# block 1

### src/rtl/mac_postproc.sv
// mac_postproc: bias add, rounding requant shift, optional ReLU, signed
// saturation to OW bits, then a small first-word-fall-through output FIFO.
module mac_postproc #(
    parameter int DW         = 32,
    parameter int OW         = 8,
    parameter int SHW        = 5,
    parameter int FIFO_DEPTH = 4
) (
    input  logic          clk,
    input  logic          rst_n,
    input  logic [DW-1:0] acc_in,
    input  logic          acc_vld,
    input  logic [DW-1:0] bias,
    input  logic [SHW-1:0] shift,
    input  logic          relu_en,
    output logic [OW-1:0] out_data,
    output logic          out_valid,
    input  logic          out_ready,
    output logic          fifo_full,
    output logic          drop,
    output logic [15:0]   sat_cnt
);

    localparam int AW = $clog2(FIFO_DEPTH);
    localparam int CW = AW + 1;

    // Saturation bounds held at the intermediate width so compares stay signed.
    localparam logic signed [DW+1:0] MAXV = $signed((DW+2)'((1 << (OW-1)) - 1));
    localparam logic signed [DW+1:0] MINV = -MAXV - 1;

    // vld_pipe[1] = S1 holds a sum, vld_pipe[2] = S2 holds a quantized value
    logic [2:1]              vld_pipe;
    logic signed [DW:0]      sum_r;
    logic [SHW-1:0]          sh_r;
    logic                    relu1_r;
    logic signed [DW+1:0]    q_r;
    logic                    relu2_r;

    logic signed [DW+1:0]    sum_x, rnd, q_c;
    logic [OW-1:0]           y_c;
    logic                    sat_c;

    logic [OW-1:0]           mem [FIFO_DEPTH];
    logic [AW-1:0]           rd_ptr, wr_ptr;
    logic [CW-1:0]           count;
    logic                    push, pop;

    // Valid shift register: the pipeline never stalls.
    always_ff @(posedge clk or negedge rst_n) begin
        if (!rst_n) vld_pipe <= '0;
        else        vld_pipe <= {vld_pipe[1], acc_vld};
    end

    // S1: widen by one bit so acc+bias can never overflow; latch per-result config.
    always_ff @(posedge clk or negedge rst_n) begin
        if (!rst_n) begin
            sum_r   <= '0;
            sh_r    <= '0;
            relu1_r <= 1'b0;
        end else if (acc_vld) begin
            sum_r   <= $signed({acc_in[DW-1], acc_in}) + $signed({bias[DW-1], bias});
            sh_r    <= shift;
            relu1_r <= relu_en;
        end
    end

    // S2 datapath: add half an LSB of the result, then arithmetic shift (half-up).
    always_comb begin
        sum_x = {sum_r[DW], sum_r};
        rnd   = '0;
        if (sh_r != '0) rnd = $signed({{(DW+1){1'b0}}, 1'b1}) << (sh_r - 1'b1);
        q_c   = (sum_x + rnd) >>> sh_r;
    end

    // S2 register.
    always_ff @(posedge clk or negedge rst_n) begin
        if (!rst_n) begin
            q_r     <= '0;
            relu2_r <= 1'b0;
        end else if (vld_pipe[1]) begin
            q_r     <= q_c;
            relu2_r <= relu1_r;
        end
    end

    // S3: ReLU takes priority so clamped negatives are not counted as saturation.
    always_comb begin
        y_c   = q_r[OW-1:0];
        sat_c = 1'b0;
        if (relu2_r && q_r[DW+1]) begin
            y_c = '0;
        end else if (q_r > MAXV) begin
            y_c   = MAXV[OW-1:0];
            sat_c = 1'b1;
        end else if (q_r < MINV) begin
            y_c   = MINV[OW-1:0];
            sat_c = 1'b1;
        end
    end

    assign out_valid = (count != '0);
    assign fifo_full = (count == CW'(FIFO_DEPTH));
    assign out_data  = out_valid ? mem[rd_ptr] : '0;
    assign pop       = out_valid & out_ready;
    // A pop in the same cycle frees the slot, so a full FIFO still accepts.
    assign push      = vld_pipe[2] & (~fifo_full | pop);

    // FIFO storage; contents are qualified by count so no reset is needed.
    always_ff @(posedge clk) begin
        if (push) mem[wr_ptr] <= y_c;
    end

    // FIFO pointers and occupancy; power-of-2 depth lets pointers wrap naturally.
    always_ff @(posedge clk or negedge rst_n) begin
        if (!rst_n) begin
            rd_ptr <= '0;
            wr_ptr <= '0;
            count  <= '0;
        end else begin
            if (push) wr_ptr <= wr_ptr + 1'b1;
            if (pop)  rd_ptr <= rd_ptr + 1'b1;
            case ({push, pop})
                2'b10:   count <= count + 1'b1;
                2'b01:   count <= count - 1'b1;
                default: count <= count;
            endcase
        end
    end

    // Sticky overflow flag and saturating clamp counter.
    always_ff @(posedge clk or negedge rst_n) begin
        if (!rst_n) begin
            drop    <= 1'b0;
            sat_cnt <= '0;
        end else begin
            if (vld_pipe[2] && fifo_full && !pop) drop <= 1'b1;
            if (vld_pipe[2] && sat_c && sat_cnt != 16'hFFFF) sat_cnt <= sat_cnt + 1'b1;
        end
    end

endmodule
### config.mk
export PLATFORM = sky130hd
export DESIGN_NAME = mac_postproc
export DESIGN_NICKNAME = d
export VERILOG_FILES = /design/src/rtl/mac_postproc.sv
export SDC_FILE = /design/constraint.sdc
export NUM_CORES = 1
export LEC_CHECK = 0
export ABC_AREA = 1
export CORE_AREA = 3 3 181 183
export DETAILED_ROUTE_END_ITERATION = 10
export DIE_AREA = 0 0 184 186
export HOLD_SLACK_MARGIN = 0.15
export PLACE_DENSITY_LB_ADDON = 0.1
export SETUP_SLACK_MARGIN = 0.2
export SYNTH_ARGS = -nofsm -noshare
export SYNTH_HDL_FRONTEND = slang
export SYNTH_SLANG_ARGS = --single-unit
### constraint.sdc
create_clock -name clk -period 4.05 [get_ports clk]
set_input_delay 0.81 -clock clk [delete_from_list [all_inputs] [get_ports clk]]
set_output_delay 0.81 -clock clk [all_outputs]
set_load 0.02 [all_outputs]
# block 2

`src/rtl/alarm_ctrl.sv`:
```
// Alarm sequencer: matches the seconds-of-day timestamp against a stored alarm
// time and sequences ringing, timed auto-off, bounded snooze and dismiss.
module alarm_ctrl #(
  parameter int unsigned COUNTER_MAX = 86399,
  parameter int unsigned RING_SECS   = 60,
  parameter int unsigned SNOOZE_SECS = 540,
  parameter int unsigned MAX_SNOOZES = 3
) (
  input  logic        clock,
  input  logic        reset_n,
  input  logic        sec_tick,
  input  logic [16:0] counter_state,
  input  logic        set_flag,
  input  logic        alarm_flag,
  input  logic [16:0] alarm_time,
  input  logic        alarm_enable,
  input  logic        snooze,
  input  logic        dismiss,
  output logic        alarm_state,
  output logic        armed,
  output logic [1:0]  snooze_count,
  output logic [16:0] alarm_time_q
);

  localparam int unsigned RW = $clog2(RING_SECS + 1);
  localparam int unsigned SW = $clog2(SNOOZE_SECS + 1);
  localparam logic [RW-1:0] RING_LOAD    = RW'(RING_SECS);
  localparam logic [SW-1:0] SNOOZE_LOAD  = SW'(SNOOZE_SECS);
  localparam logic [16:0]   TIME_MAX     = 17'(COUNTER_MAX);
  localparam logic [1:0]    SNOOZE_LIMIT = 2'(MAX_SNOOZES);

  typedef enum logic [1:0] {
    DISARMED = 2'd0,
    ARMED    = 2'd1,
    RINGING  = 2'd2,
    SNOOZED  = 2'd3
  } state_t;

  state_t        r_state;
  state_t        w_nextState;
  logic [RW-1:0] r_ringTimer;
  logic [RW-1:0] w_nextRingTimer;
  logic [SW-1:0] r_snoozeTimer;
  logic [SW-1:0] w_nextSnoozeTimer;
  logic [1:0]    r_snoozeCount;
  logic [1:0]    w_nextSnoozeCount;
  logic [16:0]   r_alarmTime;
  logic [16:0]   w_nextAlarmTime;
  logic          r_alarmState;
  logic          r_armed;
  logic          w_loadValid;
  logic          w_match;

  assign w_loadValid = alarm_flag && (alarm_time <= TIME_MAX);
  assign w_match     = sec_tick && !set_flag && (counter_state == r_alarmTime);

  // Branch order encodes same-cycle priority: disable, load, dismiss, snooze, expiry, match.
  always_comb begin
    w_nextState       = r_state;
    w_nextRingTimer   = r_ringTimer;
    w_nextSnoozeTimer = r_snoozeTimer;
    w_nextSnoozeCount = r_snoozeCount;
    w_nextAlarmTime   = r_alarmTime;

    if (!alarm_enable) begin
      w_nextState       = DISARMED;
      w_nextRingTimer   = '0;
      w_nextSnoozeTimer = '0;
      w_nextSnoozeCount = '0;
    end else if (w_loadValid) begin
      w_nextAlarmTime   = alarm_time;
      w_nextState       = ARMED;
      w_nextRingTimer   = '0;
      w_nextSnoozeTimer = '0;
      w_nextSnoozeCount = '0;
    end else begin
      unique case (r_state)
        DISARMED: w_nextState = ARMED;
        ARMED: begin
          if (w_match) begin
            w_nextState     = RINGING;
            w_nextRingTimer = RING_LOAD;
          end
        end
        RINGING: begin
          if (dismiss) begin
            w_nextState       = ARMED;
            w_nextRingTimer   = '0;
            w_nextSnoozeCount = '0;
          end else if (snooze && (r_snoozeCount < SNOOZE_LIMIT)) begin
            w_nextState       = SNOOZED;
            w_nextRingTimer   = '0;
            w_nextSnoozeTimer = SNOOZE_LOAD;
            w_nextSnoozeCount = r_snoozeCount + 2'd1;
          end else if (sec_tick) begin
            if (r_ringTimer <= RW'(1)) begin
              w_nextState       = ARMED;
              w_nextRingTimer   = '0;
              w_nextSnoozeCount = '0;
            end else begin
              w_nextRingTimer = r_ringTimer - RW'(1);
            end
          end
        end
        SNOOZED: begin
          if (dismiss) begin
            w_nextState       = ARMED;
            w_nextSnoozeTimer = '0;
            w_nextSnoozeCount = '0;
          end else if (sec_tick) begin
            if (r_snoozeTimer <= SW'(1)) begin
              w_nextState       = RINGING;
              w_nextSnoozeTimer = '0;
              w_nextRingTimer   = RING_LOAD;
            end else begin
              w_nextSnoozeTimer = r_snoozeTimer - SW'(1);
            end
          end
        end
        default: w_nextState = DISARMED;
      endcase
    end
  end

  // Output flags are decoded from the next state so they change with the state register.
  always_ff @(posedge clock or negedge reset_n) begin
    if (!reset_n) begin
      r_state       <= DISARMED;
      r_ringTimer   <= '0;
      r_snoozeTimer <= '0;
      r_snoozeCount <= '0;
      r_alarmTime   <= '0;
      r_alarmState  <= 1'b0;
      r_armed       <= 1'b0;
    end else begin
      r_state       <= w_nextState;
      r_ringTimer   <= w_nextRingTimer;
      r_snoozeTimer <= w_nextSnoozeTimer;
      r_snoozeCount <= w_nextSnoozeCount;
      r_alarmTime   <= w_nextAlarmTime;
      r_alarmState  <= (w_nextState == RINGING);
      r_armed       <= (w_nextState != DISARMED);
    end
  end

  assign alarm_state  = r_alarmState;
  assign armed        = r_armed;
  assign snooze_count = r_snoozeCount;
  assign alarm_time_q = r_alarmTime;

endmodule
```
`config.mk`:
```
export PLATFORM = sky130hd
export DESIGN_NAME = alarm_ctrl
export DESIGN_NICKNAME = d
export VERILOG_FILES = /design/src/rtl/alarm_ctrl.sv
export SDC_FILE = /design/constraint.sdc
export NUM_CORES = 1
export LEC_CHECK = 0
export CORE_MARGIN = 1.5
export CORE_UTILIZATION = 48
export DETAILED_ROUTE_END_ITERATION = 12
export GPL_TIMING_DRIVEN = 0
export PLACE_DENSITY = 0.82
export RECOVER_POWER = 25
export SYNTH_ARGS = -nofsm -noshare
export SYNTH_HDL_FRONTEND = slang
export SYNTH_SLANG_ARGS = --single-unit
```
`constraint.sdc`:
```
create_clock -name clock -period 2.4 [get_ports clock]
set_input_delay 0.6 -clock clock [delete_from_list [all_inputs] [get_ports clock]]
set_output_delay 0.6 -clock clock [all_outputs]
set_load 0.05 [all_outputs]
```
Figure 1. Where the registers sit (block 1).
Other sequential cells in the stronger grey, the rest of the logic in the fainter grey.
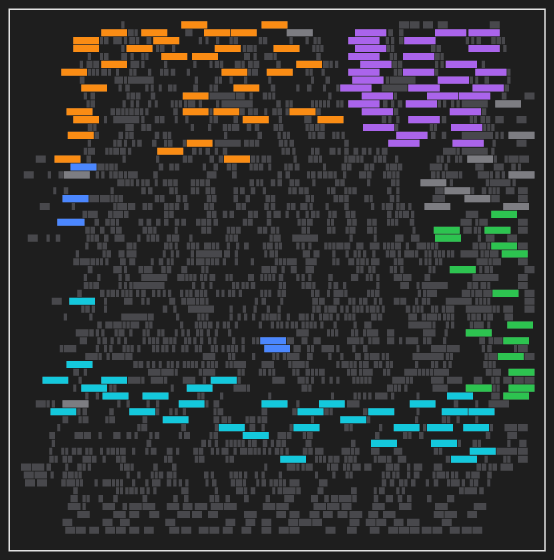
Key: cyan = sum_r [sequential cells 33, where a band across the bottom]; green = sat_cnt [sequential cells 16, where right middle]; purple = mem [sequential cells 32, where top right]; blue = sh_r [sequential cells 5]; orange = q_r [sequential cells 34]
Util after Layout: 44.65%
Seq/total area: 24.72%

==> results.py, block 1 <==
# Auto-generated metrics
metrics = {
    "place": {
        "port_buffers": 100,
        "placed_cells": 2311,
    },
    "cells_and_area": {
        "largest_register_ffs": 34,
        "inv_count": 217,
        "area_growth_pct": 17.90,
        "num-multi-input-gates": 1439,
    },
    "outcome": {
        "status": "complete, no violations",
    },
    "yosys": {
        "syn_inst": 1844,
        "synth.distinct_cells": 50,
        "yosys_cells": 1844,
        "synth_flops": 132,
    },
    "power": {
        "power.leakage_nw": 6.897,
        "power.total_mw": 6.115,
        "power.switching_mw": 2.464,
        "power.group.top": "combinational logic",
    },
    "critical_path": {
        "cp_slowest_cell": "dfrtp_2",
        "crit_family": "simple AND/OR/NAND/NOR gates",
        "critical_path.max_stage_delay_ps": 450,
        "critical_path_class": "reg2reg",
    },
    "route": {
        "wl_per_cell_um": 16.39,
        "wl_mm": 38.40,
    },
    "timing": {
        "hold_viol": 0,
        "fin_crit_sh_pct": 86.96,
        "setup_viol": 0,
    },
    "cts": {
        "htree_levels": 4,
    },
    "global_routing": {
        "grt_busiest_layer": "met2",
        "antenna_found_initial": 0,
        "grt_max_degree": 59,
    },
    "floorplan": {
        "die-area_sq_um": 34220,
        "tap_cells": 402,
    },
}
[block 1: metal layers]
metal	vias up	part of all wire (%)
li1	6194	-
met1	5613	48
met2	319	45
met3	30	5.7
met4	0	1.3
met5	-	0
[block 1: final timing paths]
kind | from | endpoint
worst min register to register | drop | drop
worst max-delay path | sh_r[2] | q_r[32]
max in group asynchronous | rst_n | q_r[20]
worst min-delay path | rst_n | sum_r[3]
worst max register to register | sh_r[2] | q_r[32]
min in group clk | drop | drop
[block 1: cell usage in the layout (no fill, tap or decap), drive strengths merged, types with 3 or more instances in the layout]
| cell type | n |
|---|---|
| dfrtp | 100 |
| edfxtp | 32 |
| a21oi | 103 |
| clkinv | 6 |
| buf | 22 |
| nand3b | 7 |
| a21o | 8 |
| clkdlybuf4s50 | 99 |
| o21a | 5 |
| bufinv | 4 |
| fa | 3 |
| o21ai | 64 |
| nor3 | 29 |
| o211ai | 5 |
| nand3 | 267 |
| nand2 | 538 |
| or2 | 16 |
| inv | 218 |
| nor4 | 7 |
| clkbuf | 20 |
| nand4 | 21 |
| xor2 | 27 |
| a22oi | 3 |
| xnor2 | 12 |
| nor2 | 222 |
| and2 | 3 |
| ha | 69 |
| a31oi | 14 |
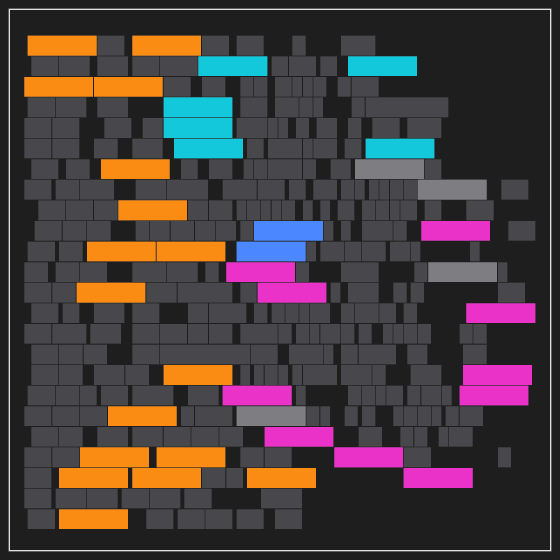
Figure 2: block 2, where the registers sit.
Other sequential cells in the stronger grey, the rest of the logic in the fainter grey.
Key: cyan = r_ringTimer [sequential cells 6]; blue = r_state [sequential cells 2]; orange = alarm_time_q [sequential cells 17]; magenta = r_snoozeTimer [sequential cells 10]
Another 4 sequential cells are not coloured.
Flop+latch power: 782 uW
Seq/total area: 30.85%
Util after Layout: 71.66%
register area: 975.9 sq um

==> results.py, block 2 <==
# Auto-generated metrics
metrics = {
    "yosys": {
        "synth.top_cell.area_share_pct": 43.53,
        "synthArstFlopShare_pct": 100.0,
        "ys.warnings.count": 0,
    },
    "global_routing": {
        "grtUsageTotal_pct": 22.23,
        "grt_busiest_layer": "met2",
    },
    "outcome": {
        "status": "complete, no violations",
    },
    "route": {
        "wl_met3_um": 368,
        "wl_met1_mm": 2.310,
    },
    "floorplan": {
        "initCoreUtil_pct": 50.79,
    },
    "cells_and_area": {
        "drive_gt1_share_pct": 13.86,
    },
    "power": {
        "pwr-share-comb_pct": 31.3,
    },
    "place": {
        "placed_area_sq_um": 2913,
    },
    "cts": {
        "htree_levels": 2,
        "tritoncts": "built",
    },
    "timing": {
        "finalWorstSetupSlack_ps": 111.9,
    },
}
==> block 2: placed cells by master, fill, tap and decap left out, types with 3 or more instances in the layout <==
master	instances
nand2_1	6
a21oi_1	15
xor2_1	16
ha_1	5
a311oi_1	3
nor4_1	5
nand2b_1	4
clkbuf_8	6
clkbuf_1	4
o31a_1	3
inv_1	7
nor3_1	8
mux2_1	8
o21ai_0	21
clkdlybuf4s50_1	53
buf_4	5
dlygate4sd2_1	4
nand3_1	6
nor2_1	22
a32o_1	4
dfrtp_1	39
mux2_2	8
==> block 2: state kept, by name, summed over array words and instances (netlist names) <==
| register | count |
|---|---|
| r_snoozeTimer | 10 |
| armed | 1 |
| alarm_time_q | 17 |
| r_state | 2 |
| r_ringTimer | 6 |
| snooze_count | 2 |
| alarm_state | 1 |
==> block 2: worst max-delay path, cell delays in order <==
cell,delay (ps)
dlygate4sd2_1,260
a2111o_1,420
a211oi_2,230
o21a_1,150
and2_4,150
buf_6,100
bufbuf_16,260
mux2_1,310
==> block 2: worst max-delay path by stage <==
stage,endpoint
after floorplan,alarm_time_q[0]
after global placement,alarm_time_q[5]
after detailed placement,alarm_time_q[8]
after CTS,r_ringTimer[4]
after global routing,r_snoozeTimer[6]
final,alarm_time_q[3]

==> layout pictures side by side <==
Clock routing.
Plate I
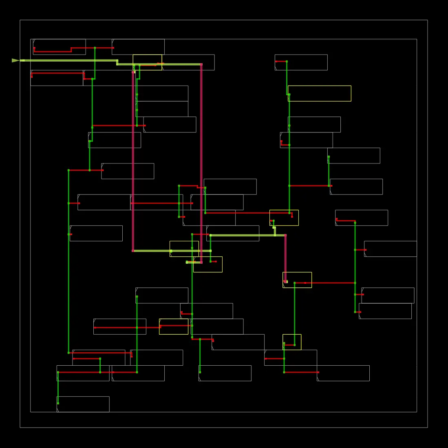
Plate II
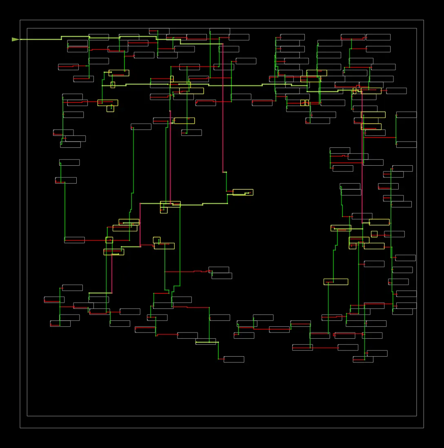
block 1 -> Plate II
block 2 -> Plate I
- most clock buffers: Plate II
- most sequential cells: Plate II


# block 3

File: src/rtl/uart_tx_arbiter.sv
// Round-robin arbiter that shares one UART transmitter among N_REQ byte producers.
// Captures the winner's byte, holds tx_start/tx_din for START_HOLD cycles, waits for
// tx_done_tick (or a watchdog abort), reports completion, then returns to idle.
module uart_tx_arbiter #(
   parameter int unsigned N_REQ      = 4,
   parameter int unsigned N_BIT      = 8,
   parameter int unsigned START_HOLD = 3,
   parameter int unsigned TIMEOUT    = 262143
) (
   input  logic                                         clk,
   input  logic                                         rst,
   input  logic [N_REQ-1:0]                             req,
   input  logic [N_REQ*N_BIT-1:0]                       req_data,
   output logic [N_REQ-1:0]                             grant,
   output logic                                         busy,
   output logic                                         tx_start,
   output logic [N_BIT-1:0]                             tx_din,
   input  logic                                         tx_done_tick,
   output logic                                         sent_valid,
   output logic [(N_REQ > 1 ? $clog2(N_REQ) : 1)-1:0]   sent_id,
   output logic                                         err_timeout
);

   localparam int unsigned IdW   = (N_REQ > 1) ? $clog2(N_REQ) : 1;
   // One extra bit so (last_id + offset) never overflows before the modulo wrap.
   localparam int unsigned IdxW  = IdW + 1;
   localparam int unsigned HoldW = (START_HOLD > 1) ? $clog2(START_HOLD) : 1;
   localparam int unsigned WdW   = (TIMEOUT > 1) ? $clog2(TIMEOUT) : 1;

   localparam logic [HoldW-1:0] HoldLast = HoldW'(START_HOLD - 1);
   localparam logic [WdW-1:0]   WdLast   = WdW'(TIMEOUT - 1);
   localparam logic [IdxW-1:0]  NReqIdx  = IdxW'(N_REQ);
   localparam logic [IdW-1:0]   LastInit = IdW'(N_REQ - 1);

   typedef enum logic [1:0] {StIdle, StLaunch, StWait, StDone} state_e;

   state_e             state_q, state_d;
   logic [N_REQ-1:0]   grant_q, grant_d;
   logic               busy_q, busy_d;
   logic               tx_start_q, tx_start_d;
   logic [N_BIT-1:0]   tx_din_q, tx_din_d;
   logic               sent_valid_q, sent_valid_d;
   logic [IdW-1:0]     sent_id_q, sent_id_d;
   logic               err_q, err_d;
   logic [IdW-1:0]     last_id_q, last_id_d;
   logic [IdW-1:0]     cur_id_q, cur_id_d;
   logic [HoldW-1:0]   hold_q, hold_d;
   logic [WdW-1:0]     wdog_q, wdog_d;

   logic               win_valid;
   logic [IdW-1:0]     win_id;
   logic [IdxW-1:0]    scan_idx;
   logic [N_BIT-1:0]   win_data;

   // Rotating-priority search: first set req bit upward from last_id+1, wrapping.
   always_comb begin
      win_valid = 1'b0;
      win_id    = '0;
      scan_idx  = '0;
      for (int unsigned i = 1; i <= N_REQ; i++) begin
         scan_idx = IdxW'(last_id_q) + IdxW'(i);
         if (scan_idx >= NReqIdx) begin
            scan_idx = scan_idx - NReqIdx;
         end
         if (!win_valid && req[scan_idx[IdW-1:0]]) begin
            win_valid = 1'b1;
            win_id    = scan_idx[IdW-1:0];
         end
      end
      win_data = req_data[32'(win_id) * N_BIT +: N_BIT];
   end

   // Next-state and registered-output logic; pulses default low, everything else holds.
   always_comb begin
      state_d      = state_q;
      grant_d      = '0;
      tx_start_d   = tx_start_q;
      tx_din_d     = tx_din_q;
      sent_valid_d = 1'b0;
      err_d        = 1'b0;
      sent_id_d    = sent_id_q;
      last_id_d    = last_id_q;
      cur_id_d     = cur_id_q;
      hold_d       = hold_q;
      wdog_d       = wdog_q;

      unique case (state_q)
         StIdle: begin
            if (win_valid) begin
               grant_d[win_id] = 1'b1;
               tx_din_d        = win_data;
               cur_id_d        = win_id;
               last_id_d       = win_id;
               tx_start_d      = 1'b1;
               hold_d          = '0;
               state_d         = StLaunch;
            end
         end
         StLaunch: begin
            if (hold_q == HoldLast) begin
               tx_start_d = 1'b0;
               wdog_d     = '0;
               state_d    = StWait;
            end else begin
               hold_d = hold_q + HoldW'(1);
            end
         end
         StWait: begin
            // A done tick on the final watchdog cycle still counts as success.
            if (tx_done_tick) begin
               sent_valid_d = 1'b1;
               sent_id_d    = cur_id_q;
               state_d      = StDone;
            end else if (wdog_q == WdLast) begin
               err_d     = 1'b1;
               sent_id_d = cur_id_q;
               state_d   = StDone;
            end else begin
               wdog_d = wdog_q + WdW'(1);
            end
         end
         StDone: begin
            state_d = StIdle;
         end
         default: begin
            state_d = StIdle;
         end
      endcase

      busy_d = (state_d != StIdle);
   end

   // State and output registers with immediate reset; index 0 gets first priority.
   always_ff @(posedge clk or posedge rst) begin
      if (rst) begin
         state_q      <= StIdle;
         grant_q      <= '0;
         busy_q       <= 1'b0;
         tx_start_q   <= 1'b0;
         tx_din_q     <= '0;
         sent_valid_q <= 1'b0;
         sent_id_q    <= '0;
         err_q        <= 1'b0;
         last_id_q    <= LastInit;
         cur_id_q     <= '0;
         hold_q       <= '0;
         wdog_q       <= '0;
      end else begin
         state_q      <= state_d;
         grant_q      <= grant_d;
         busy_q       <= busy_d;
         tx_start_q   <= tx_start_d;
         tx_din_q     <= tx_din_d;
         sent_valid_q <= sent_valid_d;
         sent_id_q    <= sent_id_d;
         err_q        <= err_d;
         last_id_q    <= last_id_d;
         cur_id_q     <= cur_id_d;
         hold_q       <= hold_d;
         wdog_q       <= wdog_d;
      end
   end

   assign grant       = grant_q;
   assign busy        = busy_q;
   assign tx_start    = tx_start_q;
   assign tx_din      = tx_din_q;
   assign sent_valid  = sent_valid_q;
   assign sent_id     = sent_id_q;
   assign err_timeout = err_q;

endmodule

File: config.mk
export PLATFORM = sky130hd
export DESIGN_NAME = uart_tx_arbiter
export DESIGN_NICKNAME = d
export VERILOG_FILES = /design/src/rtl/uart_tx_arbiter.sv
export SDC_FILE = /design/constraint.sdc
export NUM_CORES = 1
export LEC_CHECK = 0
export CORE_MARGIN = 2
export CORE_UTILIZATION = 50
export CTS_CLUSTER_DIAMETER = 50
export DETAILED_ROUTE_END_ITERATION = 8
export PLACE_DENSITY = 0.83
export SLEW_MARGIN = 20
export SYNTH_ARGS = -nofsm -noshare
export SYNTH_HDL_FRONTEND = slang
export SYNTH_SLANG_ARGS = --single-unit
File: constraint.sdc
create_clock -name clk -period 2.4 [get_ports clk]
set_clock_uncertainty 0.05 [all_clocks]
set_input_delay 0.36 -clock clk [delete_from_list [all_inputs] [get_ports clk]]
set_output_delay 0.36 -clock clk [all_outputs]
set_load 0.005 [all_outputs]
==> results.py <==
# Auto-generated metrics
metrics = {
    "yosys": {
        "synth_area_sq_um": 2435,
        "synth_flops": 44,
        "yosys_cells": 245,
        "yosysMostFrequentCell": "dfrtp_1",
    },
    "power": {
        "power.total_mw": 2.786,
        "pwr-share-comb_pct": 45.3,
    },
    "floorplan": {
        "initCoreUtil_pct": 51.55,
    },
    "cells_and_area": {
        "fillerInstances": 371,
    },
    "critical_path": {
        "path_cells": "nand4_4, or4_1, o2111ai_4, buf_4, xor2_1, nor2_1",
        "worstRegToRegCells": 6,
        "crit_path_max_fanout": 7,
    },
    "timing": {
        "fmax_mhz": 443.0,
        "slew_headroom_pct": 57.95,
        "tns_ps": 0,
        "final_max_slew_viol_count": 0,
    },
    "global_routing": {
        "grtUsageTotal_pct": 25.83,
        "grt_pass1_vias": 2264,
    },
    "cts": {
        "tritoncts": "built",
        "post_cts_buffers": 0,
    },
    "outcome": {
        "status": "complete, no violations",
    },
    "run": {
        "warning_count": 27,
    },
}
## per-layer routing
layer  vias up  global-route usage, %  wire length, um  share of wire (%)
met4         0                  8.889              150                2.4
li1       1064                      -                -                  -
met2        62                  44.05             3222                 51
met5         -                      0                0                  0
met1      1059                  31.68             2744                 43
met3        22                  6.447              228                3.6
## sequential cells by signal, indices dropped and copies added (netlist names)
register / count
grant: 4
last_id_q: 2
tx_start: 1
tx_din: 8
sent_id: 2
sent_valid: 1
busy: 1
state_q: 2
hold_q: 2
err_timeout: 1
cur_id_q: 2
wdog_q: 18
## cells by family (layout without fill, tap and decap cells)
logic type | count (synthesis) | after routing | synth area share (%)
compound gates | 73 | 73 | 23.18
xor+xnor | 7 | 7 | 2.518
fa+ha+maj | 3 | 3 | 1.542
buf+inv | 23 | 97 | 4.213
flops | 44 | 44 | 45.32
mux | 12 | 12 | 5.087
simple gates | 83 | 83 | 18.14
## what timing repair did
action,in CTS,in global routing
hold buffers,0,0
gates resized,0,1
setup endpoints to repair,0,2
## layout make-up
cell class	count	share of cell area [%]
clock inverters	1	0.1511
well taps	67	2.531
repair buffers	79	23.27
flip-flops and latches	44	33.32
inverters	10	1.133
clock buffers	7	2.304
multi-input cells	178	37.29
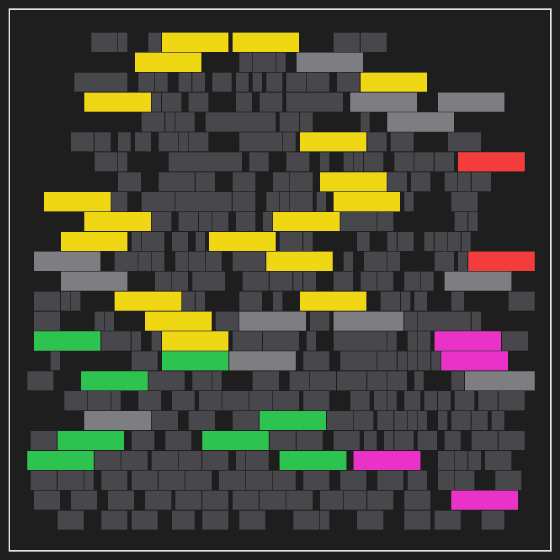
Figure 3: block 3, where the registers sit.
Other sequential cells in the stronger grey, the rest of the logic in the fainter grey.
Key: magenta = grant [sequential cells 4, where bottom right]; red = hold_q [sequential cells 2]; green = tx_din [sequential cells 8]; yellow = wdog_q [sequential cells 18]
register area: 1104 sq um
Seq/total area: 33.32%
Flop+latch power: 1.07 mW
Util after Layout: 70.12%

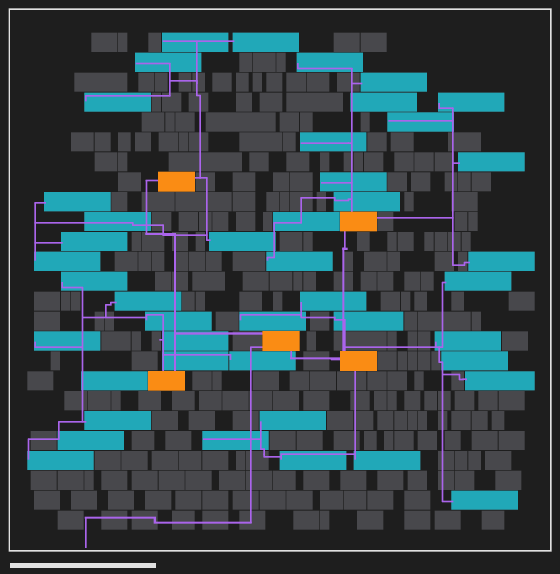
Figure 4: block 3, clock distribution.
Bar = 20 um.
Key: orange = clock-net drivers [count 5]; cyan = flip-flops [count 44]; purple = clock wires [length 549 um]
There are 6 routed clock nets.
clk latency of the worst-skew pair: 300 ps
Clock power frac: 16.3%
Clock group: 456 uW

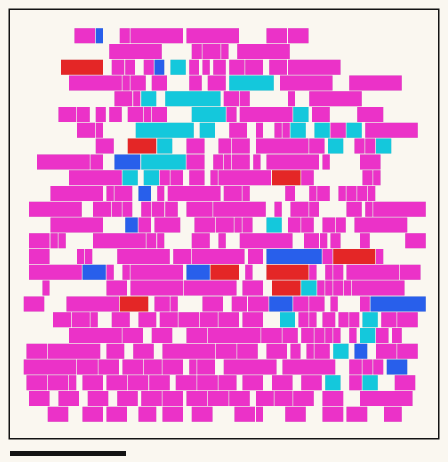
Figure 5: block 3, sizing map.
Bar = 20 um.
Key: blue = x2 [cells 12]; magenta = x1 and smaller [cells 274]; cyan = x3 and x4 [cells 25]; red = x6 and larger [cells 8]
Final WS setup: 142.7 ps
Area Overhead vs Synth: 36.02%
Buffers excl. clock: 79


Power is estimated from default activity; no workload was simulated.
